######## design 1 ########
### Nets reached from selected ports, design 1

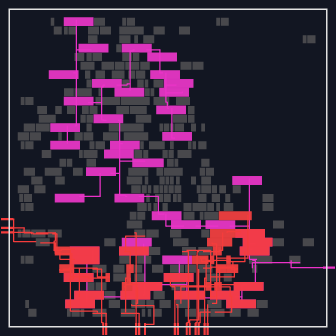
### Clock routing, design 1

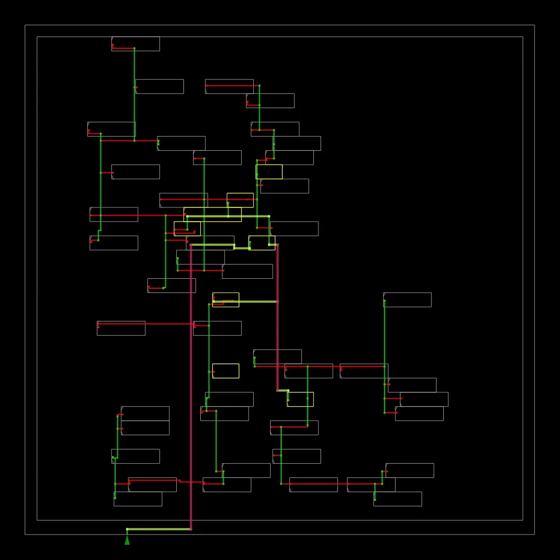
### Cells by drive strength, design 1

The bar under the picture is 20 um long.
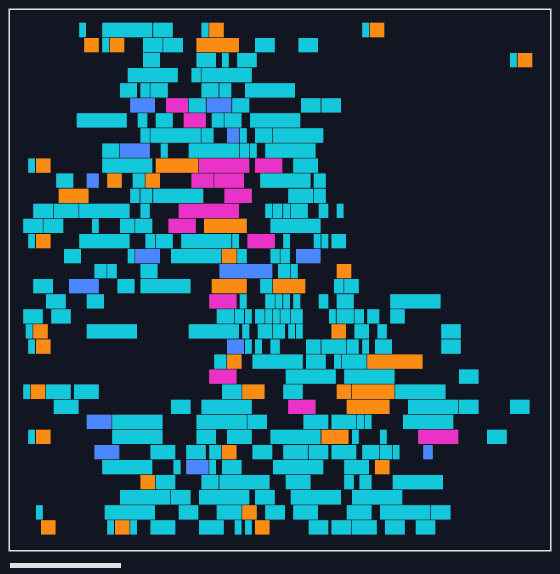
## config.mk

```make
export PLATFORM = sky130hd
export DESIGN_NAME = wr_1000basex_rx_sync
export DESIGN_NICKNAME = d
export VERILOG_FILES = /design/src/rtl/wr_1000basex_pkg.sv /design/src/rtl/wr_1000basex_rx_word_class.sv /design/src/rtl/wr_1000basex_rx_sync.sv
export SDC_FILE = /design/constraint.sdc
export NUM_CORES = 1
export LEC_CHECK = 0
export CAP_MARGIN = 20
export CORE_MARGIN = 2
export CORE_UTILIZATION = 25
export CTS_BUF_LIST = sky130_fd_sc_hd__clkbuf_8
export DETAILED_ROUTE_END_ITERATION = 12
export GPL_TIMING_DRIVEN = 0
export SKIP_CTS_REPAIR_TIMING = 1
export SLEW_MARGIN = 0
export SYNTH_ARGS = -nofsm -noshare
export SYNTH_HDL_FRONTEND = slang
export SYNTH_SLANG_ARGS = --single-unit
```

## constraint.sdc

```tcl
create_clock -name clk_rx_i -period 2.6 [get_ports clk_rx_i]
set_clock_uncertainty 0.15 [all_clocks]
set_input_delay 0.52 -clock clk_rx_i [delete_from_list [all_inputs] [get_ports clk_rx_i]]
set_output_delay 0.52 -clock clk_rx_i [all_outputs]
set_load 0.005 [all_outputs]
```

## src/rtl/wr_1000basex_pkg.sv

```systemverilog
// Shared types and constants for the 1000BASE-X receive synchroniser.
// K-code table, state encoding and counter width live here so RTL and tools agree.
package wr_1000basex_pkg;

    typedef enum logic [2:0] {
        ST_LOS    = 3'd0,
        ST_CDET   = 3'd1,
        ST_SYNC_0 = 3'd2,
        ST_SYNC_1 = 3'd3,
        ST_SYNC_2 = 3'd4
    } rx_sync_state_t;

    localparam int          c_CNT_W   = 16;
    localparam logic [7:0]  c_K28_5   = 8'hBC;
    localparam int          c_N_VALID_K = 12;
    localparam logic [7:0]  c_VALID_K [c_N_VALID_K] = '{
        8'h1C, 8'h3C, 8'h5C, 8'h7C, 8'h9C, 8'hBC,
        8'hDC, 8'hFC, 8'hF7, 8'hFB, 8'hFD, 8'hFE
    };

    function automatic logic is_valid_k(input logic [7:0] b);
        logic hit;
        hit = 1'b0;
        for (int i = 0; i < c_N_VALID_K; i++) begin
            if (b == c_VALID_K[i]) hit = 1'b1;
        end
        return hit;
    endfunction

endpackage

```

## src/rtl/wr_1000basex_rx_word_class.sv

```systemverilog
// Combinational classification of one 16-bit decoded word into comma / invalid.
// Only an upper-byte K28.5 counts as an aligned comma; a lower-byte one is misalignment.
module wr_1000basex_rx_word_class
    import wr_1000basex_pkg::*;
(
    input  logic [15:0] data,
    input  logic [1:0]  k,
    input  logic        error,
    output logic        is_comma,
    output logic        is_invalid
);

    logic bad_k_hi;
    logic bad_k_lo;

    always_comb begin
        bad_k_hi   = k[1] & ~is_valid_k(data[15:8]);
        bad_k_lo   = k[0] & (~is_valid_k(data[7:0]) | (data[7:0] == c_K28_5));
        is_comma   = k[1] & (data[15:8] == c_K28_5) & ~error;
        is_invalid = error | bad_k_hi | bad_k_lo;
    end

endmodule

```

## src/rtl/wr_1000basex_rx_sync.sv

```systemverilog
// 1000BASE-X receive word synchroniser: comma acquisition, error-step loss tracking, counters.
// Define WR_RX_SYNC_ERRCNT_EN to build the invalid-word counter; otherwise err_cnt_o is 0.
//
// state     | meaning
// ST_LOS    | no sync, waiting for an aligned comma
// ST_CDET   | counting aligned commas towards acquisition
// ST_SYNC_0 | synchronised, no outstanding error steps
// ST_SYNC_1 | synchronised, one error step pending recovery
// ST_SYNC_2 | synchronised, two error steps; next invalid word loses sync
module wr_1000basex_rx_sync
    import wr_1000basex_pkg::*;
#(
    parameter int g_comma_count = 3,
    parameter int g_good_words  = 4
) (
    input  logic               clk_rx_i,
    input  logic               rst_n_i,
    input  logic               rx_en_i,
    input  logic [15:0]        rx_data_i,
    input  logic [1:0]         rx_k_i,
    input  logic               rx_error_i,
    output logic [15:0]        rx_data_o,
    output logic [1:0]         rx_k_o,
    output logic               rx_valid_o,
    output logic               sync_o,
    output logic [c_CNT_W-1:0] los_cnt_o,
    input  logic               err_cnt_clr_i,
    output logic [c_CNT_W-1:0] err_cnt_o
);

    localparam int c_GOOD_W = $clog2(g_good_words + 1);

    rx_sync_state_t      state, state_nxt;
    logic [2:0]          comma_cnt, comma_nxt, comma_inc;
    logic [c_GOOD_W-1:0] good_cnt, good_nxt, good_inc;
    logic                is_comma, is_invalid;
    logic                in_sync, los_event;

    wr_1000basex_rx_word_class u_word_class (
        .data       (rx_data_i),
        .k          (rx_k_i),
        .error      (rx_error_i),
        .is_comma   (is_comma),
        .is_invalid (is_invalid)
    );

    always_ff @(posedge clk_rx_i or negedge rst_n_i) begin
        if (!rst_n_i) begin
            state     <= ST_LOS;
            comma_cnt <= '0;
            good_cnt  <= '0;
        end else begin
            state     <= state_nxt;
            comma_cnt <= comma_nxt;
            good_cnt  <= good_nxt;
        end
    end

    always_comb begin
        state_nxt = state;
        comma_nxt = comma_cnt;
        good_nxt  = good_cnt;
        comma_inc = comma_cnt + 3'd1;
        good_inc  = good_cnt + 1'b1;
        case (state)
            ST_LOS: begin
                good_nxt = '0;
                if (is_comma) begin
                    state_nxt = ST_CDET;
                    comma_nxt = 3'd1;
                end else begin
                    comma_nxt = '0;
                end
            end
            ST_CDET: begin
                if (is_invalid) begin
                    state_nxt = ST_LOS;
                    comma_nxt = '0;
                end else if (is_comma) begin
                    if (comma_inc == 3'(g_comma_count)) begin
                        state_nxt = ST_SYNC_0;
                        comma_nxt = '0;
                    end else begin
                        comma_nxt = comma_inc;
                    end
                end
            end
            ST_SYNC_0: begin
                good_nxt = '0;
                if (is_invalid) state_nxt = ST_SYNC_1;
            end
            ST_SYNC_1, ST_SYNC_2: begin
                if (is_invalid) begin
                    state_nxt = (state == ST_SYNC_1) ? ST_SYNC_2 : ST_LOS;
                    good_nxt  = '0;
                end else if (good_inc == c_GOOD_W'(g_good_words)) begin
                    state_nxt = (state == ST_SYNC_2) ? ST_SYNC_1 : ST_SYNC_0;
                    good_nxt  = '0;
                end else begin
                    good_nxt = good_inc;
                end
            end
            default: begin
                state_nxt = ST_LOS;
                comma_nxt = '0;
                good_nxt  = '0;
            end
        endcase
        // Link disable overrides every transition above.
        if (!rx_en_i) begin
            state_nxt = ST_LOS;
            comma_nxt = '0;
            good_nxt  = '0;
        end
    end

    always_comb begin
        in_sync   = (state == ST_SYNC_0) || (state == ST_SYNC_1) || (state == ST_SYNC_2);
        los_event = in_sync && (state_nxt == ST_LOS);
        sync_o    = in_sync;
    end

    always_ff @(posedge clk_rx_i or negedge rst_n_i) begin
        if (!rst_n_i) begin
            rx_data_o  <= '0;
            rx_k_o     <= '0;
            rx_valid_o <= 1'b0;
        end else begin
            rx_data_o  <= rx_data_i;
            rx_k_o     <= rx_k_i;
            rx_valid_o <= in_sync && !is_invalid;
        end
    end

    always_ff @(posedge clk_rx_i or negedge rst_n_i) begin
        if (!rst_n_i) begin
            los_cnt_o <= '0;
        end else if (los_event && (los_cnt_o != '1)) begin
            los_cnt_o <= los_cnt_o + 1'b1;
        end
    end

`ifdef WR_RX_SYNC_ERRCNT_EN
    always_ff @(posedge clk_rx_i or negedge rst_n_i) begin
        if (!rst_n_i) begin
            err_cnt_o <= '0;
        end else if (err_cnt_clr_i) begin
            err_cnt_o <= '0;
        end else if (is_invalid && (err_cnt_o != '1)) begin
            err_cnt_o <= err_cnt_o + 1'b1;
        end
    end
`else
    logic unused_err_cnt_clr;
    assign unused_err_cnt_clr = err_cnt_clr_i;
    assign err_cnt_o          = '0;
`endif

endmodule
```

==> impl_metrics.env <==
# yosys + openroad results
export IMPL_final_util=0.394
export IMPL_cp_arrival_ns=2.52
export IMPL_top_cell_area_share=0.504
export IMPL_route_detailed_wl_per_inst_um=13.0
export IMPL_synth_area_um2=2180
export IMPL_r2r_end="los_cnt_o[9]"
export IMPL_grt_pass1_vias=1711
export IMPL_cts_tree="done"
export IMPL_outcome="completed"
export IMPL_edf_count=0
export IMPL_grt_usage=0.107
export IMPL_nets=323
export IMPL_num_multi_input_gates=148
export IMPL_final_cells=404
export IMPL_hold_viol=0
export IMPL_r2r_cells=8
export IMPL_ys_seq_share=0.504
export IMPL_peakVddDrop_v=0.000223
export IMPL_dp_slack_ns=-0.620
export IMPL_fmax_ghz=0.400
export IMPL_timing_worst_setup_path_type="input port to register"
export IMPL_min_delay_path_depth=1
export IMPL_ys_warn_count=0
export IMPL_via_count=1758
export IMPL_ys_chip_area_um2=2180
export IMPL_critPathCaptureType="register"
export IMPL_regToRegStartpoint="good_cnt[0]"
export IMPL_avgSynthCellArea_um2=10.7
export IMPL_synthTopCellsByArea="dfrtp_1 (50%), buf_4 (5.8%), xor2_1 (5.6%)"
export IMPL_worstSkewPairLatency_ns=0.29
export IMPL_clock_area_frac=0.0374
export IMPL_mostFrequentLayoutCells="dfrtp_1 (43), clkdlybuf4s50_1 (39), buf_4 (25), nand2_1 (22), dlymetal6s2s_1 (17)"
export IMPL_taps=108
export IMPL_diodes=0
export IMPL_comb_cell_share=0.323
export IMPL_synth_dominant_cell_count="dfrtp_1"
export IMPL_powerComb_uw=149
export IMPL_setup_viol=0
export IMPL_slew_viol_final=0
export IMPL_layout_nonclk_buf_frac=0.267
export IMPL_flop_area_um2=1100
export IMPL_swShare=0.213
export IMPL_syn_inst=204
Notes on 'Nets reached from selected ports' of design 1 above:
| port | colour | bits | direction | edge | end cells | buffers | wire |
|---|---|---|---|---|---|---|---|
| rx_data_i | red | 16 | input | 13 bottom, 3 left | 35 | 16 | 606 um |
| rst_n_i | magenta | 1 | input | right | 44 | 3 | 359 um |
num ports: 75
port bufs: 57

Notes on 'Clock routing' of design 1 above:
flop count: 44
CTS Sinks: 44
Clk power: 572 uW
cts bufs inserted: 5

Notes on 'Cells by drive strength' of design 1 above:
| size | colour | cells | share |
|---|---|---|---|
| _0 and _1 cells | cyan | 232 | 78% |
| _3 and _4 cells | orange | 36 | 12% |
| _6 and larger | magenta | 14 | 4.7% |
| _2 cells | blue | 14 | 4.7% |
Worst Setup Slack, final: 0.0980 ns
area delta synth->final: 54.9%
Non-clk bufs: 90
design area: 3380 um2

## routing by layer
| metal | part of all wire | track usage | up-vias |
|---|---|---|---|
| met2 | 0.52 | 0.173 | 42 |
| met1 | 0.44 | 0.139 | 840 |
| met3 | 0.032 | 0.0216 | 5 |
| met4 | 0.016 | 0.0491 | 0 |
| li1 | - | - | 871 |
| met5 | 0 | 0 | - |
## worst max-delay path, cell delays in order
cell             delay, ns
clkdlybuf4s50_1       0.49
nand2b_1              0.06
o32a_1                0.39
or2_0                 0.23
buf_4                 0.17
o211ai_4              0.27
buf_6                 0.18
nor4_1                0.06
xor2_1                0.14
## cell families (layout without fill, tap and decap cells)
group / after synthesis / in the layout / share of synthesized area
AND/OR/NAND/NOR: 82 / 82 / 0.208
buffers and inverters: 27 / 104 / 0.0797
multiplexers: 2 / 2 / 0.0120
AND-OR/OR-AND: 25 / 25 / 0.0934
other: 1 / 16 / 0.00172
flip-flops: 44 / 44 / 0.504
adder cells (fa/ha/maj): 5 / 5 / 0.0287
XOR/XNOR: 18 / 18 / 0.0722
## registers in the layout, summed over array words and instances (netlist names)
name	flops
los_cnt_o	16
rx_data_o	16
good_cnt	3
comma_cnt	3
rx_valid_o	1
rx_k_o	2
state	3

######## design 2 ########
### Cells by drive strength, design 2

The bar under the picture is 100 um long.
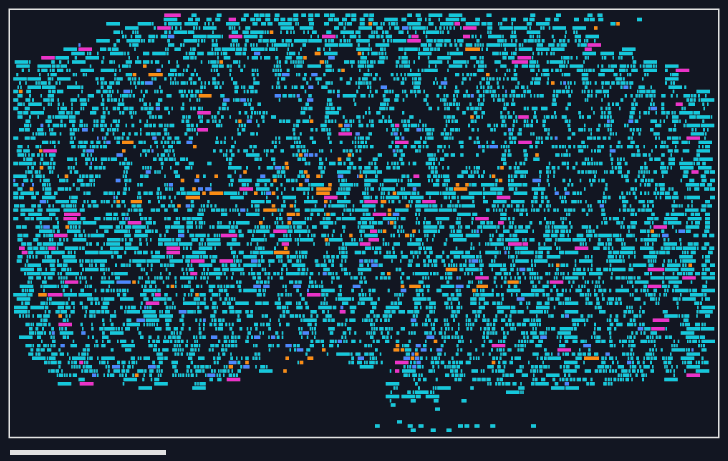
### Nets reached from selected ports, design 2

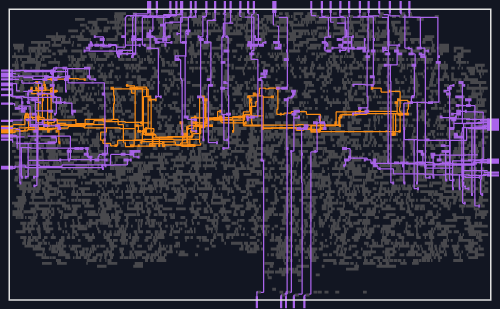
`config.mk`:
```
export PLATFORM = sky130hd
export DESIGN_NAME = alu_seq_flat
export DESIGN_NICKNAME = d
export VERILOG_FILES = /design/src/rtl/alu_pkg.sv /design/src/rtl/alu_seq_if.sv /design/src/rtl/alu_muldiv_iter.sv /design/src/rtl/alu_seq.sv /design/src/flat_wrapper.sv
export SDC_FILE = /design/constraint.sdc
export NUM_CORES = 2
export LEC_CHECK = 0
export CAP_MARGIN = 20
export CORE_ASPECT_RATIO = 0.6
export CORE_MARGIN = 1.5
export CORE_UTILIZATION = 35
export DETAILED_ROUTE_END_ITERATION = 8
export PLACE_DENSITY_LB_ADDON = 0.25
export SLEW_MARGIN = 40
export SYNTH_ARGS = -nofsm -noshare
export SYNTH_HDL_FRONTEND = slang
export SYNTH_HIERARCHICAL = 1
export SYNTH_SLANG_ARGS = --single-unit
```
`constraint.sdc`:
```
create_clock -name clk -period 15.2 [get_ports clk]
set_input_delay 1.52 -clock clk [delete_from_list [all_inputs] [get_ports clk]]
set_output_delay 1.52 -clock clk [all_outputs]
set_load 0.01 [all_outputs]
```
`src/rtl/alu_pkg.sv`:
```
// Shared ALU opcode constants and sequencer state encoding.
package alu_pkg;

    typedef logic [3:0] aluop_t;

    localparam aluop_t OpAnd  = 4'b0000;
    localparam aluop_t OpOr   = 4'b0001;
    localparam aluop_t OpAdd  = 4'b0010;
    localparam aluop_t OpSub  = 4'b0110;
    localparam aluop_t OpSlt  = 4'b0111;
    localparam aluop_t OpMul  = 4'b1000;
    localparam aluop_t OpDivu = 4'b1001;
    localparam aluop_t OpRemu = 4'b1010;
    localparam aluop_t OpNor  = 4'b1100;

    typedef enum logic [1:0] {
        StIdle,
        StBusy,
        StDone
    } state_e;

endpackage

```
`src/rtl/alu_seq_if.sv`:
```
// Request/response bundle between an ALU client (master) and alu_seq (slave).
interface alu_seq_if
    import alu_pkg::*;
#(
    parameter int unsigned WIDTH = 64
);
    logic             in_valid;
    logic             in_ready;
    logic [WIDTH-1:0] a;
    logic [WIDTH-1:0] b;
    aluop_t           ALUOp;
    logic             out_valid;
    logic             out_ready;
    logic [WIDTH-1:0] Result;
    logic             zero;
    logic             less;
    logic             CarryOut;

    modport master (
        output in_valid, a, b, ALUOp, out_ready,
        input  in_ready, out_valid, Result, zero, less, CarryOut
    );

    modport slave (
        input  in_valid, a, b, ALUOp, out_ready,
        output in_ready, out_valid, Result, zero, less, CarryOut
    );
endinterface

```
`src/rtl/alu_muldiv_iter.sv`:
```
// Iterative unsigned multiply (shift-add) and divide (restoring), one bit per cycle.
// last_o flags the cycle whose step completes the operation; acc_o/quo_o show that step's values.
module alu_muldiv_iter #(
    parameter int unsigned WIDTH = 64,
    parameter int unsigned CNT_W = $clog2(WIDTH) + 1
) (
    input  logic             clk,
    input  logic             reset,
    input  logic             start_i,
    input  logic             is_div_i,
    input  logic [WIDTH-1:0] a_i,
    input  logic [WIDTH-1:0] b_i,
    output logic             last_o,
    output logic [WIDTH-1:0] acc_o,
    output logic [WIDTH-1:0] quo_o
);
    logic [CNT_W-1:0] cnt_q;
    logic             is_div_q;
    logic [WIDTH-1:0] r_q, r_d;
    logic [WIDTH-1:0] p_q, p_d;
    logic [WIDTH-1:0] d_q, d_d;
    logic [WIDTH:0]   rem_shift;
    logic [WIDTH-1:0] rem_sub;
    logic             rem_ge;

    // r: product accumulator / partial remainder; p: multiplicand / dividend->quotient;
    // d: multiplier / divisor.
    always_comb begin
        rem_shift = {r_q, p_q[WIDTH-1]};
        rem_ge    = rem_shift >= {1'b0, d_q};
        rem_sub   = rem_shift[WIDTH-1:0] - d_q;
        if (is_div_q) begin
            r_d = rem_ge ? rem_sub : rem_shift[WIDTH-1:0];
            p_d = {p_q[WIDTH-2:0], rem_ge};
            d_d = d_q;
        end else begin
            r_d = d_q[0] ? r_q + p_q : r_q;
            p_d = p_q << 1;
            d_d = d_q >> 1;
        end
    end

    always_ff @(posedge clk or posedge reset) begin
        if (reset) begin
            cnt_q    <= '0;
            is_div_q <= 1'b0;
            r_q      <= '0;
            p_q      <= '0;
            d_q      <= '0;
        end else if (start_i) begin
            cnt_q    <= CNT_W'(WIDTH);
            is_div_q <= is_div_i;
            r_q      <= '0;
            p_q      <= a_i;
            d_q      <= b_i;
        end else if (cnt_q != '0) begin
            cnt_q <= cnt_q - 1'b1;
            r_q   <= r_d;
            p_q   <= p_d;
            d_q   <= d_d;
        end
    end

    assign last_o = (cnt_q == CNT_W'(1));
    assign acc_o  = r_d;
    assign quo_o  = p_d;
endmodule

```
`src/rtl/alu_seq.sv`:
```
// Sequential ALU: single-cycle logic/arith ops, iterative MUL/DIVU/REMU, valid/ready on both sides.
module alu_seq
    import alu_pkg::*;
#(
    parameter int unsigned WIDTH = 64,
    parameter int unsigned CNT_W = $clog2(WIDTH) + 1
) (
    input  logic       clk,
    input  logic       reset,
    alu_seq_if.slave   bus
);
    state_e           state_q, state_d;
    logic [WIDTH-1:0] a_q, b_q;
    aluop_t           op_q;
    logic [WIDTH-1:0] result_q, res_d;
    logic             zero_q;
    logic             carry_q, carry_d;
    logic             accept, load, start, iter_op;
    logic             iter_last;
    logic [WIDTH-1:0] iter_acc, iter_quo;
    logic [WIDTH-1:0] fast_res;
    logic             fast_carry;
    logic [WIDTH:0]   add_full, sub_full;
    logic             less_in;

    // Subtraction as a + ~b + 1 so the carry bit is the no-borrow flag.
    always_comb begin
        add_full   = {1'b0, bus.a} + {1'b0, bus.b};
        sub_full   = {1'b0, bus.a} + {1'b0, ~bus.b} + (WIDTH + 1)'(1);
        less_in    = $signed(bus.a) < $signed(bus.b);
        fast_res   = '0;
        fast_carry = 1'b0;
        case (bus.ALUOp)
            OpAnd: fast_res = bus.a & bus.b;
            OpOr:  fast_res = bus.a | bus.b;
            OpNor: fast_res = ~(bus.a | bus.b);
            OpAdd: {fast_carry, fast_res} = add_full;
            OpSub: {fast_carry, fast_res} = sub_full;
            OpSlt: fast_res = {{(WIDTH - 1){1'b0}}, less_in};
            OpDivu: fast_res = '1;
            OpRemu: fast_res = bus.a;
            default: fast_res = '0;
        endcase
    end

    // Division by zero bypasses the iterator and completes through the fast path.
    assign iter_op = (bus.ALUOp == OpMul) ||
                     (((bus.ALUOp == OpDivu) || (bus.ALUOp == OpRemu)) && (bus.b != '0));

    always_comb begin
        state_d = state_q;
        accept  = 1'b0;
        load    = 1'b0;
        start   = 1'b0;
        res_d   = '0;
        carry_d = 1'b0;
        case (state_q)
            StIdle: begin
                if (bus.in_valid) begin
                    accept = 1'b1;
                    if (iter_op) begin
                        start   = 1'b1;
                        state_d = StBusy;
                    end else begin
                        load    = 1'b1;
                        res_d   = fast_res;
                        carry_d = fast_carry;
                        state_d = StDone;
                    end
                end
            end
            StBusy: begin
                if (iter_last) begin
                    load    = 1'b1;
                    res_d   = (op_q == OpDivu) ? iter_quo : iter_acc;
                    state_d = StDone;
                end
            end
            StDone: begin
                if (bus.out_ready) state_d = StIdle;
            end
            default: state_d = StIdle;
        endcase
    end

    always_ff @(posedge clk or posedge reset) begin
        if (reset) begin
            state_q  <= StIdle;
            a_q      <= '0;
            b_q      <= '0;
            op_q     <= OpAnd;
            result_q <= '0;
            zero_q   <= 1'b0;
            carry_q  <= 1'b0;
        end else begin
            state_q <= state_d;
            if (accept) begin
                a_q  <= bus.a;
                b_q  <= bus.b;
                op_q <= bus.ALUOp;
            end
            if (load) begin
                result_q <= res_d;
                zero_q   <= (res_d == '0);
                carry_q  <= carry_d;
            end
        end
    end

    alu_muldiv_iter #(
        .WIDTH (WIDTH),
        .CNT_W (CNT_W)
    ) u_muldiv (
        .clk      (clk),
        .reset    (reset),
        .start_i  (start),
        .is_div_i (bus.ALUOp != OpMul),
        .a_i      (bus.a),
        .b_i      (bus.b),
        .last_o   (iter_last),
        .acc_o    (iter_acc),
        .quo_o    (iter_quo)
    );

    assign bus.in_ready  = (state_q == StIdle);
    assign bus.out_valid = (state_q == StDone);
    assign bus.Result    = result_q;
    assign bus.zero      = zero_q;
    assign bus.less      = $signed(a_q) < $signed(b_q);
    assign bus.CarryOut  = carry_q;
endmodule
```
`src/flat_wrapper.sv`:
```
// flat-port wrapper written by rule: the top's interface ports become plain ports
module alu_seq_flat import alu_pkg::*;
#(
    parameter int unsigned WIDTH = 64,
    parameter int unsigned CNT_W = $clog2(WIDTH) + 1
)
  (clk, reset, bus_in_valid, bus_a, bus_b, bus_ALUOp, bus_out_ready, bus_in_ready, bus_out_valid, bus_Result, bus_zero, bus_less, bus_CarryOut);
  alu_seq_if #(.WIDTH(WIDTH)) bus_i ();
  input  logic clk;
  input  logic reset;
  input wire logic [$bits(bus_i.in_valid)-1:0] bus_in_valid;
  input wire logic [$bits(bus_i.a)-1:0] bus_a;
  input wire logic [$bits(bus_i.b)-1:0] bus_b;
  input wire logic [$bits(bus_i.ALUOp)-1:0] bus_ALUOp;
  input wire logic [$bits(bus_i.out_ready)-1:0] bus_out_ready;
  output wire logic [$bits(bus_i.in_ready)-1:0] bus_in_ready;
  output wire logic [$bits(bus_i.out_valid)-1:0] bus_out_valid;
  output wire logic [$bits(bus_i.Result)-1:0] bus_Result;
  output wire logic [$bits(bus_i.zero)-1:0] bus_zero;
  output wire logic [$bits(bus_i.less)-1:0] bus_less;
  output wire logic [$bits(bus_i.CarryOut)-1:0] bus_CarryOut;
  assign bus_i.in_valid = bus_in_valid;
  assign bus_i.a = bus_a;
  assign bus_i.b = bus_b;
  assign bus_i.ALUOp = bus_ALUOp;
  assign bus_i.out_ready = bus_out_ready;
  assign bus_in_ready = bus_i.in_ready;
  assign bus_out_valid = bus_i.out_valid;
  assign bus_Result = bus_i.Result;
  assign bus_zero = bus_i.zero;
  assign bus_less = bus_i.less;
  assign bus_CarryOut = bus_i.CarryOut;
  alu_seq #(.WIDTH(WIDTH), .CNT_W(CNT_W)) u_core (.clk(clk), .reset(reset), .bus(bus_i));
endmodule
```
==> impl_metrics.env <==
# yosys + openroad results
export IMPL_outcome="completed"
export IMPL_route_detailed_wl_per_inst_um=30.4
export IMPL_cap_viol_max_count=0
export IMPL_avgSynthCellArea_um2=7.44
export IMPL_peakVddDrop_v=0.000107
export IMPL_tns_ns=0
export IMPL_cp_num_cells=25
export IMPL_clockBufferDepth=3
export IMPL_comb_area_um2=29900
export IMPL_inverters=370
export IMPL_clkbuf_count=62
export IMPL_num_multi_input_gates=4561
export IMPL_power_density_nw_per_um2=223
export IMPL_async_reset_ff_frac=1.00
export IMPL_seq_area_frac=0.209
export IMPL_mux_share=0.0405
export IMPL_fin_total_pwr_mw=10.7
export IMPL_clk_pin_slew_ns=0.07
export IMPL_cp_top_family="AND-OR/OR-AND gates"
export IMPL_p_switching_mw=5.82
export IMPL_crit_path_frequent_cell="nand4_1"
export IMPL_grt_usage=0.345
export IMPL_drtIter0Drc=6701
export IMPL_drc=0
export IMPL_diodes=4
export IMPL_cts_resized=0
export IMPL_hold_viol=0
export IMPL_timing_worst_setup_path_type="register to register"
export IMPL_grt_pass1_vias=42600
export IMPL_start_kind="register"
export IMPL_gp_congestion=1.06
export IMPL_drt_wl_total_um=223000
export IMPL_power_leader="combinational logic"
export IMPL_m1WireLength_um=100000
export IMPL_critPathMaxStageDelay_ns=0.67
export IMPL_clockRootBuffer="clkbuf_16"
export IMPL_simple_gate_area_frac=0.203
export IMPL_synthTopCellsByArea="dfrtp_1 (23%), ha_1 (11%), a21oi_1 (6.8%)"
## Picture notes: 'Cells by drive strength' of design 2
| size | colour | cells | share |
|---|---|---|---|
| _3 and _4 cells | orange | 117 | 2.0% |
| _2 cells | blue | 148 | 2.6% |
| _6 and larger | magenta | 81 | 1.4% |
| _0 and _1 cells | cyan | 5374 | 94% |
Non-clk bufs: 301
area delta synth->final: 11.7%
design area: 47900 um2
Worst Setup Slack, final: 6.66 ns

## Picture notes: 'Nets reached from selected ports' of design 2
| port | colour | bits | direction | edge | end cells | buffers | wire |
|---|---|---|---|---|---|---|---|
| bus_a | purple | 64 | input | 29 top, 17 left, 13 right, 5 bottom | 320 | 64 | 7890 um |
| bus_ALUOp | orange | 4 | input | left | 103 | 8 | 3150 um |
num ports: 205
port bufs: 204

layout by cell type, fill, tap and decap left out, types with 49 or more instances in the layout:
| cell | netlist | final |
|---|---|---|
| a21o_1 | 127 | 127 |
| clkdlybuf4s50_1 | 0 | 201 |
| ha_1 | 386 | 386 |
| o21bai_1 | 51 | 51 |
| xnor2_1 | 95 | 95 |
| nand2_1 | 732 | 731 |
| o21ai_0 | 447 | 445 |
| inv_1 | 361 | 359 |
| a211oi_1 | 92 | 89 |
| o21a_1 | 53 | 52 |
| o211ai_1 | 68 | 68 |
| nor2b_1 | 81 | 80 |
| a21oi_1 | 582 | 581 |
| nand3_1 | 109 | 107 |
| clkbuf_16 | 0 | 49 |
| nor4_1 | 81 | 66 |
| buf_4 | 73 | 85 |
| nor2_1 | 465 | 462 |
| nor3_1 | 78 | 73 |
| nand4_1 | 123 | 123 |
| mux2i_1 | 168 | 168 |
| dfrtp_1 | 400 | 398 |
| a31oi_1 | 82 | 80 |
cell families (layout without fill, tap and decap cells):
group,after synthesis,count (layout)
AND-OR/OR-AND,1980,1980
adder cells (fa/ha/maj),390,390
buffers and inverters,798,759
other,0,4
AND/OR/NAND/NOR,1878,1878
multiplexers,173,173
flip-flops,400,400
XOR/XNOR,140,140

######## design 3 ########
<file path="config.mk">
export PLATFORM = sky130hd
export DESIGN_NAME = logic_unit_arbiter
export DESIGN_NICKNAME = d
export VERILOG_FILES = /design/src/rtl/logic_unit_arbiter.sv
export SDC_FILE = /design/constraint.sdc
export NUM_CORES = 1
export LEC_CHECK = 0
export CAP_MARGIN = 5
export CORE_MARGIN = 5
export CORE_UTILIZATION = 30
export CTS_BUF_LIST = sky130_fd_sc_hd__clkbuf_8
export CTS_CLUSTER_DIAMETER = 30
export CTS_CLUSTER_SIZE = 16
export DETAILED_ROUTE_END_ITERATION = 7
export GPL_TIMING_DRIVEN = 1
export PLACE_DENSITY_LB_ADDON = 0.1
export SETUP_SLACK_MARGIN = 0.1
export SLEW_MARGIN = 20
export SYNTH_ARGS = -nofsm -noshare
export SYNTH_HDL_FRONTEND = slang
export SYNTH_SLANG_ARGS = --single-unit
</file>
<file path="constraint.sdc">
create_clock -name clk -period 4.15 [get_ports clk]
set_input_delay 0.6225 -clock clk [delete_from_list [all_inputs] [get_ports clk]]
set_output_delay 0.6225 -clock clk [all_outputs]
set_load 0.03 [all_outputs]
</file>
<file path="src/rtl/logic_unit_arbiter.sv">
// logic_unit_arbiter: round-robin sharing of one registered bitwise logic unit between two requesters
module logic_unit_arbiter #(
    parameter int size = 16
) (
    input  logic            clk,
    input  logic            rst,
    input  logic            req0_valid,
    output logic            req0_ready,
    input  logic [1:0]      req0_op,
    input  logic [size-1:0] req0_a,
    input  logic [size-1:0] req0_b,
    input  logic            req1_valid,
    output logic            req1_ready,
    input  logic [1:0]      req1_op,
    input  logic [size-1:0] req1_a,
    input  logic [size-1:0] req1_b,
    output logic            rsp0_valid,
    input  logic            rsp0_ready,
    output logic            rsp1_valid,
    input  logic            rsp1_ready,
    output logic [size-1:0] rsp_data,
    output logic            rsp_zero,
    output logic            busy
);
    typedef enum logic [1:0] {IDLE, EXEC, RESP} state_e;
    state_e          state_q;
    logic            last_q, owner_q, busy_q, rsp0_valid_q, rsp1_valid_q;
    logic [1:0]      op_q;
    logic [size-1:0] a_q, b_q, rsp_data_q, rsp_data_d;
    logic            gnt0, gnt1;
    // On contention the requester not served last wins
    assign gnt0 = !rst && state_q == IDLE && req0_valid && (!req1_valid || last_q);
    assign gnt1 = !rst && state_q == IDLE && req1_valid && (!req0_valid || !last_q);
    assign rsp_data_d = op_q == 2'b00 ? a_q & b_q :
                        op_q == 2'b01 ? a_q | b_q :
                        op_q == 2'b10 ? a_q ^ b_q : ~(a_q & b_q);
    always_ff @(posedge clk) begin
        if (rst) begin
            state_q      <= IDLE;
            last_q       <= 1'b1;
            owner_q      <= 1'b0;
            busy_q       <= 1'b0;
            rsp0_valid_q <= 1'b0;
            rsp1_valid_q <= 1'b0;
            op_q         <= 2'b00;
            a_q          <= '0;
            b_q          <= '0;
            rsp_data_q   <= '0;
        end else begin
            case (state_q)
                IDLE: if (gnt0 || gnt1) begin
                    op_q    <= gnt1 ? req1_op : req0_op;
                    a_q     <= gnt1 ? req1_a : req0_a;
                    b_q     <= gnt1 ? req1_b : req0_b;
                    owner_q <= gnt1;
                    last_q  <= gnt1;
                    busy_q  <= 1'b1;
                    state_q <= EXEC;
                end
                EXEC: begin
                    rsp_data_q   <= rsp_data_d;
                    rsp0_valid_q <= !owner_q;
                    rsp1_valid_q <= owner_q;
                    state_q      <= RESP;
                end
                RESP: if (owner_q ? rsp1_ready : rsp0_ready) begin
                    rsp0_valid_q <= 1'b0;
                    rsp1_valid_q <= 1'b0;
                    busy_q       <= 1'b0;
                    state_q      <= IDLE;
                end
                default: state_q <= IDLE;
            endcase
        end
    end
    assign req0_ready = gnt0;
    assign req1_ready = gnt1;
    assign rsp0_valid = rsp0_valid_q;
    assign rsp1_valid = rsp1_valid_q;
    assign rsp_data   = rsp_data_q;
    assign rsp_zero   = rsp_data_q == '0;
    assign busy       = busy_q;
endmodule

</file>
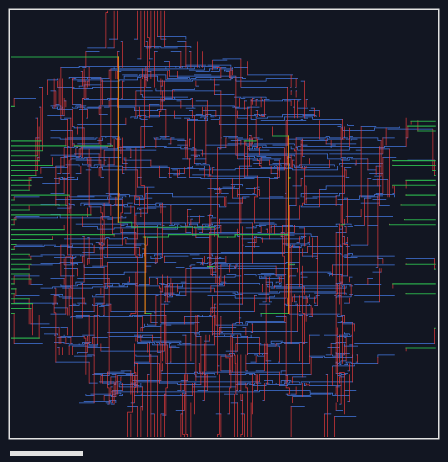
*Metal layers overlaid, design 3*
The bar under the picture is 20 um long.
| layer | colour | wire length |
|---|---|---|
| metal 4 | orange | 116 um |
| metal 1 | blue | 4640 um |
| metal 3 | green | 530 um |
| metal 2 | red | 3750 um |
Vias: 3082
GR Util All Layers: 0.132
Total Wirelength: 9040 um

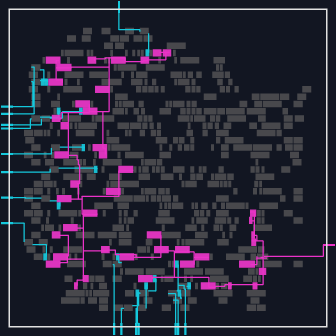
*Nets reached from selected ports, design 3*
| port | colour | bits | direction | edge | end cells | buffers | wire |
|---|---|---|---|---|---|---|---|
| req1_a | cyan | 16 | input | 8 left, 7 bottom, 1 top | 16 | 16 | 355 um |
| rst | magenta | 1 | input | right | 44 | 2 | 460 um |
port bufs: 95
num ports: 96

==> impl_metrics.env <==
# yosys + openroad results
export IMPL_outcome="completed"
export IMPL_grt_pass1_wl_um=15100
export IMPL_synth_flops=57
export IMPL_route_detailed_wl_per_inst_um=13.7
export IMPL_pwr_share_seq=0.407
export IMPL_rsz0062_at_grt="no"
export IMPL_r2r_cells=5
export IMPL_syn_inst=431
export IMPL_whs_ns=0.463
export IMPL_ys_warn_count=0
export IMPL_top_cell_area_share=0.326
export IMPL_hold_end="busy"
export IMPL_power_density_nw_per_um2=340
export IMPL_seq_area_frac=0.243
export IMPL_r2r_end="b_q[0]"
export IMPL_gp_congestion=0.726
export IMPL_grt_max_degree=51
export IMPL_regToRegStartpoint="state_q[1]"
export IMPL_taps=143
export IMPL_drtIter0Drc=106
export IMPL_ys_chip_area_um2=3500
export IMPL_comb_area_um2=2060
export IMPL_fillers=1199
export IMPL_pg_clk_uw=538
export IMPL_timing_worst_setup_path_type="input port to primary output"
export IMPL_ant_nets=0
export IMPL_drc=0
export IMPL_inverters=35
export IMPL_die_h_um=118
export IMPL_fp_dieW_um=118
export IMPL_clkbuf_count=12
export IMPL_rows=39
export IMPL_slew_headroom=0.361
## sequential cells by signal, indices dropped and copies added (netlist names)
signal      count
rsp1_valid      1
a_q            16
state_q         2
owner_q         1
last_q          1
busy            1
b_q            16
rsp_data       16
rsp0_valid      1
op_q            2
## through the flow
stage,power [mW],std cells,util
floorplan,0.919,431,-
global route,1.70,658,0.411
CTS,1.62,658,0.411
finish,1.59,658,0.411
detailed placement,1.07,642,0.393
global placement,1.06,642,0.393
## routing by layer
metal	vias to the layer above	global-route usage	share of wire
li1	1632	-	-
met1	1368	0.183	0.51
met2	73	0.191	0.41
met3	9	0.0408	0.059
met4	0	0.0502	0.013
met5	-	0	0
## cells by family (layout without fill, tap and decap cells)
logic type / after synthesis / in the layout / share of synthesized area
AOI/OAI and AO/OA: 104 / 104 / 0.245
adders and majority gates: 32 / 32 / 0.114
buffers and inverters: 65 / 149 / 0.0865
DFF: 57 / 57 / 0.326
muxes: 2 / 2 / 0.00572
and+or+nand+nor: 171 / 171 / 0.223
## critical path: cells and delay by family
kind          cells  cell delay (ns)
buf+inv           3             1.54
simple gates      2             0.47

######## design 4 ########
==> src/rtl/pika_pkg.sv <==
// rtl/pika_pkg.sv - shared game state encodings and playfield geometry
package pika_pkg;

  typedef enum logic [1:0] {
    GS_START = 2'd0,
    GS_WAIT  = 2'd1,
    GS_PLAY  = 2'd2,
    GS_END   = 2'd3
  } game_state_t;

  localparam int VBUF_W          = 320;
  localparam int VBUF_H          = 240;
  localparam int BALL_W          = 30;
  localparam int BALL_H          = 30;
  localparam int FLOOR_MARGIN    = 20;
  localparam int NET_POS_X       = 160;
  localparam int NET_W           = 6;
  localparam bit PLAYER_ON_RIGHT = 1'b1;

  localparam int DEF_WIN_SCORE     = 5;
  localparam int DEF_DROP_WAIT_CYC = 50_000_000;

  localparam int FLOOR_Y    = VBUF_H - FLOOR_MARGIN;
  localparam int NET_CENTRE = NET_POS_X + NET_W / 2;

endpackage

==> src/rtl/serve_timer.sv <==
// rtl/serve_timer.sv - serve-wait up-counter with clear/enable and terminal-count flag
module serve_timer #(
  parameter int W        = 32,
  parameter int TC_VALUE = 49_999_999
) (
  input  logic clk,
  input  logic reset,
  input  logic clear,
  input  logic enable,
  output logic tc
);

  logic [W-1:0] count;

  // Count up while enabled; clear has priority so a new wait always starts at zero
  always_ff @(posedge clk) begin
    if (reset || clear) begin
      count <= '0;
    end else if (enable) begin
      count <= count + 1'b1;
    end
  end

  assign tc = (count == W'(TC_VALUE));

endmodule

==> src/rtl/game_referee.sv <==
// rtl/game_referee.sv - rally referee: landing detection, scoring and match FSM
module game_referee
  import pika_pkg::*;
#(
  parameter int DROP_WAIT_CYC = DEF_DROP_WAIT_CYC,
  parameter int WIN_SCORE     = DEF_WIN_SCORE
) (
  input  logic        clk,
  input  logic        reset,
  input  logic        start_btn,
  input  logic [11:0] Ball_X,
  input  logic [11:0] Ball_Y,
  output logic [1:0]  Game_state,
  output logic        who_win,
  output logic [3:0]  player_score,
  output logic [3:0]  npc_score,
  output logic        point_pulse
);

  game_state_t state, state_n;
  logic        btn_q;
  logic        armed, armed_n;
  logic        who_win_n;
  logic        point_pulse_n;
  logic [3:0]  player_score_n, npc_score_n;
  logic        timer_tc;

  logic        start_edge;
  logic [11:0] ball_bottom;
  logic [11:0] ball_centre;
  logic        landed;
  logic        ball_right;
  logic        point_to_npc;
  logic [3:0]  player_inc, npc_inc, winner_new;

  assign start_edge  = start_btn & ~btn_q;
  assign ball_bottom = Ball_Y + 12'(BALL_H);
  assign ball_centre = Ball_X + 12'(BALL_W / 2);
  assign landed      = (ball_bottom >= 12'(FLOOR_Y));
  // Exact centre on the net midline is treated as the right court
  assign ball_right  = (ball_centre >= 12'(NET_CENTRE));
  // Ball on the player's court means the player failed to return it
  assign point_to_npc = (ball_right == PLAYER_ON_RIGHT);

  assign player_inc = (player_score < 4'(WIN_SCORE)) ? player_score + 4'd1 : player_score;
  assign npc_inc    = (npc_score    < 4'(WIN_SCORE)) ? npc_score    + 4'd1 : npc_score;
  assign winner_new = point_to_npc ? npc_inc : player_inc;

  serve_timer #(
    .W        (32),
    .TC_VALUE (DROP_WAIT_CYC - 1)
  ) u_serve_timer (
    .clk    (clk),
    .reset  (reset),
    .clear  ((state != GS_WAIT) || (state_n != GS_WAIT)),
    .enable (state == GS_WAIT),
    .tc     (timer_tc)
  );

  // Register match state, scores and button history
  always_ff @(posedge clk) begin
    if (reset) begin
      state        <= GS_START;
      btn_q        <= 1'b0;
      armed        <= 1'b0;
      who_win      <= 1'b0;
      point_pulse  <= 1'b0;
      player_score <= 4'd0;
      npc_score    <= 4'd0;
    end else begin
      state        <= state_n;
      btn_q        <= start_btn;
      armed        <= armed_n;
      who_win      <= who_win_n;
      point_pulse  <= point_pulse_n;
      player_score <= player_score_n;
      npc_score    <= npc_score_n;
    end
  end

  // Next-state and scoring decisions for the match FSM
  always_comb begin
    state_n        = state;
    armed_n        = armed;
    who_win_n      = who_win;
    point_pulse_n  = 1'b0;
    player_score_n = player_score;
    npc_score_n    = npc_score;
    case (state)
      GS_START, GS_END: begin
        if (start_edge) begin
          player_score_n = 4'd0;
          npc_score_n    = 4'd0;
          who_win_n      = 1'b0;
          state_n        = GS_WAIT;
        end
      end
      GS_WAIT: begin
        if (timer_tc) begin
          state_n = GS_PLAY;
          armed_n = 1'b0;
        end
      end
      GS_PLAY: begin
        if (armed && landed) begin
          point_pulse_n = 1'b1;
          armed_n       = 1'b0;
          who_win_n     = point_to_npc;
          if (point_to_npc) begin
            npc_score_n = npc_inc;
          end else begin
            player_score_n = player_inc;
          end
          state_n = (winner_new == 4'(WIN_SCORE)) ? GS_END : GS_WAIT;
        end else if (!landed) begin
          // Arm only after the ball is seen airborne, so a stale floor position is ignored
          armed_n = 1'b1;
        end
      end
      default: state_n = GS_START;
    endcase
  end

  assign Game_state = state;

endmodule

==> config.mk <==
export PLATFORM = sky130hd
export DESIGN_NAME = game_referee
export DESIGN_NICKNAME = d
export VERILOG_FILES = /design/src/rtl/pika_pkg.sv /design/src/rtl/serve_timer.sv /design/src/rtl/game_referee.sv
export SDC_FILE = /design/constraint.sdc
export NUM_CORES = 1
export LEC_CHECK = 0
export ABC_CLOCK_PERIOD_IN_PS = 2500
export CAP_MARGIN = 20
export CORE_MARGIN = 3
export CORE_UTILIZATION = 57
export CTS_BUF_LIST = sky130_fd_sc_hd__clkbuf_8
export CTS_CLUSTER_DIAMETER = 200
export CTS_CLUSTER_SIZE = 28
export DETAILED_ROUTE_END_ITERATION = 8
export PLACE_DENSITY_LB_ADDON = 0.15
export RECOVER_POWER = 25
export SYNTH_ARGS = -nofsm -noshare
export SYNTH_HDL_FRONTEND = slang
export SYNTH_SLANG_ARGS = --single-unit
==> constraint.sdc <==
create_clock -name clk -period 2.5 [get_ports clk]
set_input_delay 0.25 -clock clk [delete_from_list [all_inputs] [get_ports clk]]
set_output_delay 0.25 -clock clk [all_outputs]
set_load 0.01 [all_outputs]
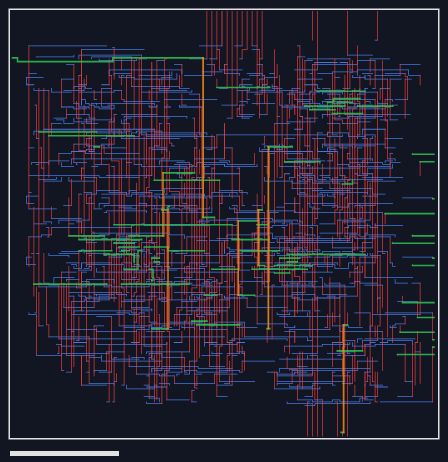
*Metal layers overlaid, design 4*
The bar under the picture is 20 um long.
| layer | colour | wire length |
|---|---|---|
| metal 2 | red | 3690 um |
| metal 4 | orange | 139 um |
| metal 1 | blue | 3150 um |
| metal 3 | green | 411 um |
WL/cell: 15.9 um
GR Util All Layers: 0.234
Vias: 2835
Total Wirelength: 7400 um

==> impl_metrics.env <==
# yosys + openroad results
export IMPL_clk_pin_slew_ns=0.09
export IMPL_slew_viol_final=0
export IMPL_min_delay_path_depth=2
export IMPL_synth_flops=46
export IMPL_finClkSkew_ns=0.00778
export IMPL_reg2reg_slack_ns=0.11
export IMPL_yosys_most_used_dff="dfxtp_1"
export IMPL_cts_tree="done"
export IMPL_swShare=0.276
export IMPL_grt_max_degree=32
export IMPL_outcome="completed"
export IMPL_cp_slowest_cell="o311ai_0"
export IMPL_synth_area_um2=2990
export IMPL_initial_core_util=0.610
export IMPL_pg_clk_uw=441
export IMPL_place_inst=454
export IMPL_ys_top_cells_by_count="dfxtp_1 (46), nor2_1 (26), xnor2_1 (26)"
export IMPL_synth_cell_type_count=55
export IMPL_cp_num_cells=10
export IMPL_yosysTopAreaCell="dfxtp_1"
export IMPL_p_switching_uw=392
export IMPL_cp_top_family="AND-OR/OR-AND gates"
export IMPL_dp_final_hpwl_um=5090
export IMPL_path_cells="clkdlybuf4s50_1 > inv_1 > ha_2 > nor3b_4 > buf_4 > a21boi_0 > o32a_2 > and3_4 > o311ai_0 > a21oi_2"
export IMPL_min_period_ns=2.48
export IMPL_tightestPinTransition_ns=0.618
export IMPL_hold_viol=0
export IMPL_cts_sinks=46
export IMPL_async_reset_ff_frac=0
export IMPL_finalClockPeriodUsage=0.990
export IMPL_final_util=0.768
export IMPL_drc=0
export IMPL_reg_largest_list="u_serve_timer.count (32), npc_score (4), player_score (4)"
export IMPL_r2r_cells=9
export IMPL_simple_gate_area_frac=0.389
export IMPL_cts_buffers=5
export IMPL_path_buffers=3
export IMPL_slew_headroom=0.588
export IMPL_diodes=0
export IMPL_power_leakage_nw=1.16
export IMPL_mux_share=0.0276
export IMPL_placed_area_um2=3540
export IMPL_crit_fanout=9
export IMPL_top_logic_kind="simple AND/OR/NAND/NOR gates"
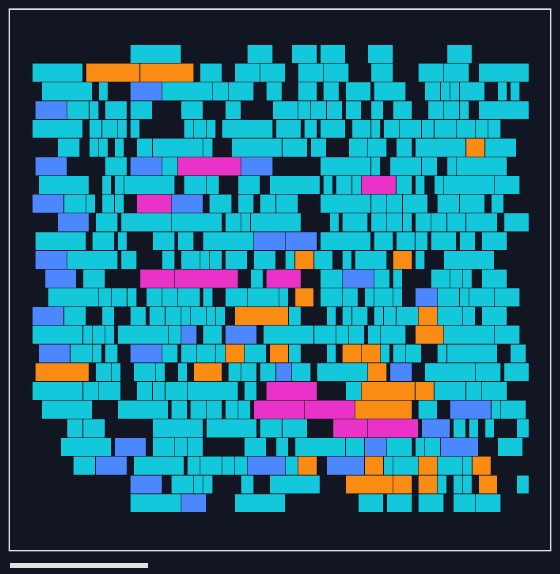
*Cells by drive strength, design 4*
The bar under the picture is 20 um long.
| size | colour | cells | share |
|---|---|---|---|
| _2 cells | blue | 31 | 7.8% |
| _3 and _4 cells | orange | 27 | 6.8% |
| _0 and _1 cells | cyan | 330 | 83% |
| _6 and larger | magenta | 11 | 2.8% |
area delta synth->final: 26.0%
Non-clk bufs: 61
Worst Setup Slack, final: 0.0238 ns

-- kinds of logic after synthesis --
family / after synthesis
simple gates: 182
flops: 46
compound gates: 39
buf+inv: 33
xor+xnor: 30
fa+ha+maj: 8
mux: 7
-- area by class of cell --
type                       instances  area [um2]  share of cell area
clock buffer                       5        68.8              0.0182
clock inverter                     2        11.3             0.00298
inverter                          19        71.3              0.0189
multi-input combinational        266        1980               0.526
sequential                        46         921               0.244
tap                               67        83.8              0.0222
timing repair buffer              61         634               0.168
-- repair_timing --
| action | in CTS | in global routing |
|---|---|---|
| resized | 1 | 12 |
| endpoints found under the hold margin | 0 | 0 |
| endpoints found under the setup margin | 2 | 33 |
| setup buffers | 0 | 3 |
| gates cloned | 0 | 2 |
-- per-layer routing --
| metal | up-vias | wire length (um) | part of all wire | track usage |
|---|---|---|---|---|
| li1 | 1393 | - | - | - |
| met1 | 1311 | 3150 | 0.43 | 0.283 |
| met2 | 115 | 3690 | 0.50 | 0.415 |
| met3 | 16 | 410 | 0.055 | 0.0390 |
| met4 | 0 | 139 | 0.019 | 0.0857 |
| met5 | - | 0 | 0 | 0 |

######## design 5 ########
### Nets reached from selected ports, design 5

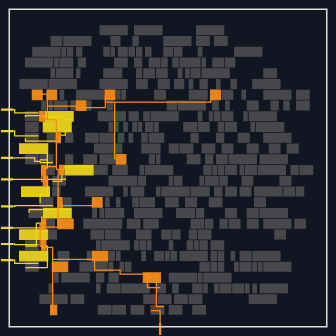
### Cells by drive strength, design 5

The bar under the picture is 20 um long.
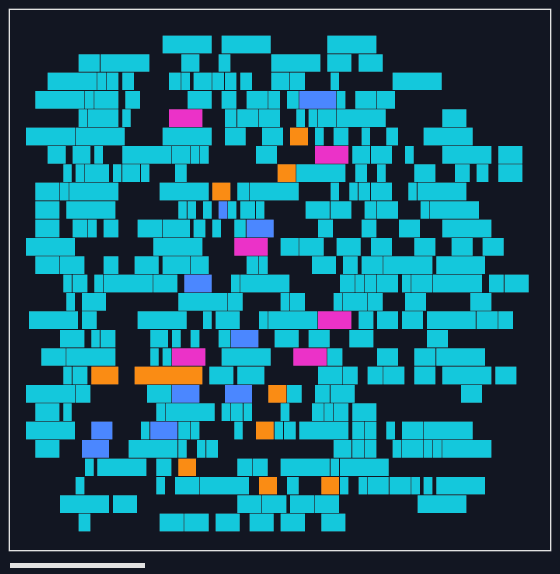
`src/rtl/router_reg_gen.sv`:
```
// Datapath register stage of the multi-channel router: header capture, full-FIFO
// byte holding, FIFO write data, and per-packet parity / length checking.
module router_reg_gen #(
  parameter int DATA_W = 8,
  parameter int NUM_CH = 3,
  parameter int ADDR_W = 2,
  parameter int LEN_W  = DATA_W - ADDR_W
) (
  input  logic              clk,
  input  logic              reset,
  input  logic              pkt_valid,
  input  logic [DATA_W-1:0] data_in,
  input  logic              fifo_full,
  input  logic              rst_int_reg,
  input  logic              detect_add,
  input  logic              lfd_state,
  input  logic              ld_state,
  input  logic              laf_state,
  input  logic              full_state,
  output logic [DATA_W-1:0] dout,
  output logic              parity_done,
  output logic              low_pkt_valid,
  output logic              err,
  output logic              len_err,
  output logic              addr_err
);

  // Handshake: pkt_valid qualifies data_in (low on the trailing parity byte);
  // there is no ready -- back-pressure arrives as fifo_full plus the FSM decodes.

  localparam logic [ADDR_W:0] NUM_CH_V = (ADDR_W + 1)'(NUM_CH);

  logic [DATA_W-1:0] header;
  logic [DATA_W-1:0] hold;
  logic              hold_is_par;
  logic [DATA_W-1:0] int_par;
  logic [DATA_W-1:0] pkt_par;
  logic [LEN_W-1:0]  count;
  logic              cnt_ovf;
  logic [DATA_W-1:0] dout_nxt;

  logic addr_ok;
  logic hdr_load;
  logic addr_bad;
  logic data_step;
  logic hold_step;
  logic pay_event;
  logic par_from_data;
  logic par_from_hold;
  logic [LEN_W-1:0] hdr_len;

  assign addr_ok       = {1'b0, data_in[ADDR_W-1:0]} < NUM_CH_V;
  assign hdr_load      = detect_add & pkt_valid & addr_ok;
  assign addr_bad      = detect_add & pkt_valid & ~addr_ok;
  assign data_step     = ld_state & ~fifo_full & pkt_valid;
  assign hold_step     = laf_state & ~hold_is_par;
  assign pay_event     = data_step | hold_step;
  assign par_from_data = ld_state & ~pkt_valid & ~fifo_full;
  assign par_from_hold = laf_state & hold_is_par;
  assign hdr_len       = header[DATA_W-1:ADDR_W];

  always_comb begin
    dout_nxt = dout;
    if (hdr_load)
      dout_nxt = dout;
    else if (lfd_state)
      dout_nxt = header;
    else if (ld_state & ~fifo_full)
      dout_nxt = data_in;
    else if (full_state)
      dout_nxt = dout;
    else if (laf_state)
      dout_nxt = hold;
  end

  always_ff @(posedge clk) begin
    if (!reset) begin
      header   <= '0;
      dout     <= '0;
      addr_err <= 1'b0;
    end else begin
      if (hdr_load)
        header <= data_in;
      dout     <= dout_nxt;
      addr_err <= addr_bad;
    end
  end

  // A byte refused by a full FIFO is parked here and replayed in laf_state.
  always_ff @(posedge clk) begin
    if (!reset) begin
      hold        <= '0;
      hold_is_par <= 1'b0;
    end else if (detect_add) begin
      hold        <= '0;
      hold_is_par <= 1'b0;
    end else if (ld_state & fifo_full) begin
      hold        <= data_in;
      hold_is_par <= ~pkt_valid;
    end
  end

  always_ff @(posedge clk) begin
    if (!reset) begin
      int_par <= '0;
    end else if (detect_add) begin
      int_par <= '0;
    end else if (lfd_state) begin
      int_par <= header;
    end else if (data_step) begin
      int_par <= int_par ^ data_in;
    end else if (hold_step) begin
      int_par <= int_par ^ hold;
    end
  end

  // Counter saturates; cnt_ovf remembers a byte beyond all-ones so an overlong
  // packet at maximum length still flags len_err.
  always_ff @(posedge clk) begin
    if (!reset) begin
      count   <= '0;
      cnt_ovf <= 1'b0;
    end else if (detect_add) begin
      count   <= '0;
      cnt_ovf <= 1'b0;
    end else if (pay_event) begin
      if (count != {LEN_W{1'b1}})
        count <= count + LEN_W'(1);
      else
        cnt_ovf <= 1'b1;
    end
  end

  always_ff @(posedge clk) begin
    if (!reset) begin
      pkt_par     <= '0;
      parity_done <= 1'b0;
    end else begin
      parity_done <= par_from_data | par_from_hold;
      if (detect_add)
        pkt_par <= '0;
      else if (par_from_data)
        pkt_par <= data_in;
      else if (par_from_hold)
        pkt_par <= hold;
    end
  end

  always_ff @(posedge clk) begin
    if (!reset) begin
      err     <= 1'b0;
      len_err <= 1'b0;
    end else if (detect_add) begin
      err     <= 1'b0;
      len_err <= 1'b0;
    end else if (parity_done) begin
      err     <= (pkt_par != int_par);
      len_err <= (count != hdr_len) | cnt_ovf;
    end
  end

  always_ff @(posedge clk) begin
    if (!reset)
      low_pkt_valid <= 1'b0;
    else if (rst_int_reg | detect_add)
      low_pkt_valid <= 1'b0;
    else if (ld_state & ~pkt_valid)
      low_pkt_valid <= 1'b1;
  end

endmodule

```
`config.mk`:
```
export PLATFORM = sky130hd
export DESIGN_NAME = router_reg_gen
export DESIGN_NICKNAME = d
export VERILOG_FILES = /design/src/rtl/router_reg_gen.sv
export SDC_FILE = /design/constraint.sdc
export NUM_CORES = 1
export LEC_CHECK = 0
export CORE_MARGIN = 2
export CORE_UTILIZATION = 45
export DETAILED_ROUTE_END_ITERATION = 8
export PLACE_DENSITY_LB_ADDON = 0.08
export SLEW_MARGIN = 10
export SYNTH_ARGS = -nofsm -noshare
export SYNTH_HDL_FRONTEND = slang
export SYNTH_SLANG_ARGS = --single-unit
```
`constraint.sdc`:
```
create_clock -name clk -period 2.7 [get_ports clk]
set_clock_uncertainty 0.05 [all_clocks]
set_input_delay 0.405 -clock clk [delete_from_list [all_inputs] [get_ports clk]]
set_output_delay 0.405 -clock clk [all_outputs]
set_load 0.005 [all_outputs]
```
==> impl_metrics.env <==
# yosys + openroad results
export IMPL_gr_total_overflow=0
export IMPL_peakVddDrop_v=0.000264
export IMPL_p_clk_frac=0.304
export IMPL_fin_total_pwr_mw=1.48
export IMPL_avgSynthCellArea_um2=8.79
export IMPL_synth_area_um2=2590
export IMPL_cp_num_cells=5
export IMPL_synth_cell_type_count=44
export IMPL_regToRegStartpoint="count[0]"
export IMPL_m1WireLength_um=3340
export IMPL_seq_area_frac=0.349
export IMPL_outcome="completed"
export IMPL_cts_buffers=5
export IMPL_clk_pin_slew_ns=0.09
export IMPL_final_cells=393
export IMPL_yosys_most_used_dff="dfxtp_1"
export IMPL_die_h_um=79.9
export IMPL_rows=27
export IMPL_fillers=541
export IMPL_slew_viol_final=0
export IMPL_pwr_share_seq=0.559
export IMPL_top_layer_used="met4"
export IMPL_powerComb_uw=204
export IMPL_use_met3=0.0464
export IMPL_pg_clk_uw=449
export IMPL_place_inst=386
export IMPL_ant_nets=0
export IMPL_path_cells="clkdlybuf4s50_1 > nor2b_1 > a31oi_1 > xnor2_1 > a22o_1"
export IMPL_yosysTopAreaCell="dfxtp_1"
export IMPL_clock_area_frac=0.0284
export IMPL_syn_nets=314
export IMPL_cp_top_family="buffers and inverters"
export IMPL_p_switching_uw=377
export IMPL_drc=0
About 'Nets reached from selected ports' of design 5:
| port | colour | bits | direction | edge | end cells | buffers | wire |
|---|---|---|---|---|---|---|---|
| reset | orange | 1 | input | bottom | 21 | 2 | 209 um |
| dout | yellow | 8 | output | left | 8 | 8 | 171 um |
num ports: 31
port bufs: 30

About 'Cells by drive strength' of design 5:
| size | colour | cells | share |
|---|---|---|---|
| _0 and _1 cells | cyan | 295 | 92% |
| _6 and larger | magenta | 6 | 1.9% |
| _2 cells | blue | 10 | 3.1% |
| _3 and _4 cells | orange | 10 | 3.1% |
Non-clk bufs: 38
design area: 3040 um2
area delta synth->final: 17.2%
Worst Setup Slack, final: 0.664 ns

[flip-flops by register name, indices dropped and copies added, names as in the netlist]
name and cells:
pkt_par 8, hold 8, low_pkt_valid 1, int_par 8, hold_is_par 1, addr_err 1
err 1, len_err 1, parity_done 1, header 8, cnt_ovf 1, count 6
dout 8
[cell usage after synthesis (all sizes together) (8+ instances only)]
cell,instances
a21oi,14
a311oi,8
a31oi,10
and4b,8
buf,11
clkbuf,8
dfxtp,53
mux2,8
nand2,52
nand3,12
nor2,18
o22ai,8
xnor2,17
[path summary, 6_finish.rpt]
kind | end | slack [ns]
hold reg to reg | dout[2] | 0.43
setup / recovery | int_par[6] | 0.66
hold / removal | dout[2] | 0.43
setup reg to reg | count[5] | 0.96
[cells by family after synthesis]
kind of cell / after synthesis / share of synthesized area
compound gates: 70 / 0.199
xor+xnor: 23 / 0.0777
fa+ha+maj: 1 / 0.00482
buf+inv: 23 / 0.0410
flops: 53 / 0.409
mux: 15 / 0.0617
simple gates: 110 / 0.207
[worst register-to-register path: stages, from the launching register on]
cell and delay, ns:
dfxtp_1 0.39, ha_1 0.25, nand3_1 0.16, o2bb2ai_2 0.16
or4_1 0.52, a21oi_1 0.15


==> screenshots <==
Where the registers sit.
The bar under the picture is 20 um long.
Plate I
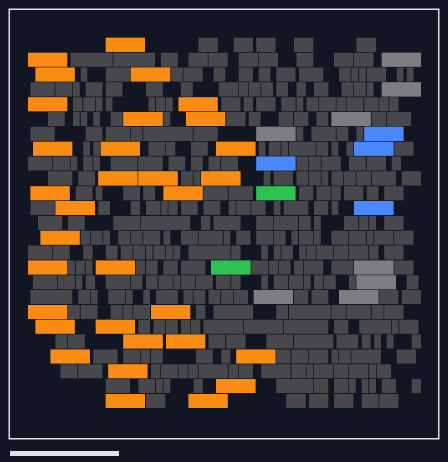
Plate II
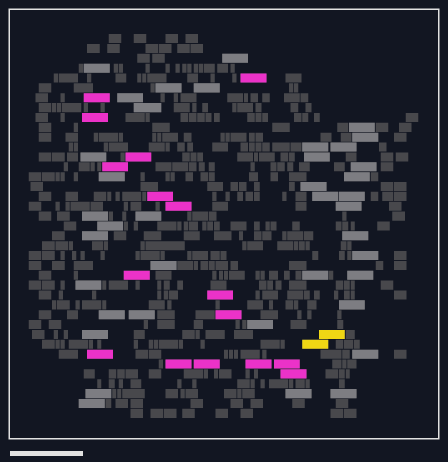
Plate III
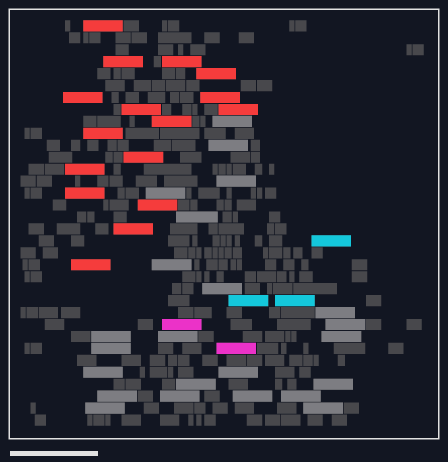
Plate IV
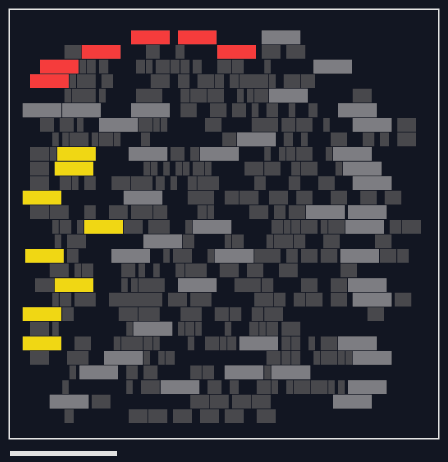
- largest die: Plate II
Plate III is design 1.
Plate IV is design 5.
Plate I is design 4.
Plate II is design 3.

Key to Plate IV:
| signal | colour | flops |
|---|---|---|
| count | red | 6 |
| dout | yellow | 8 |
not coloured: 39

Power and IR drop assume default switching activity.
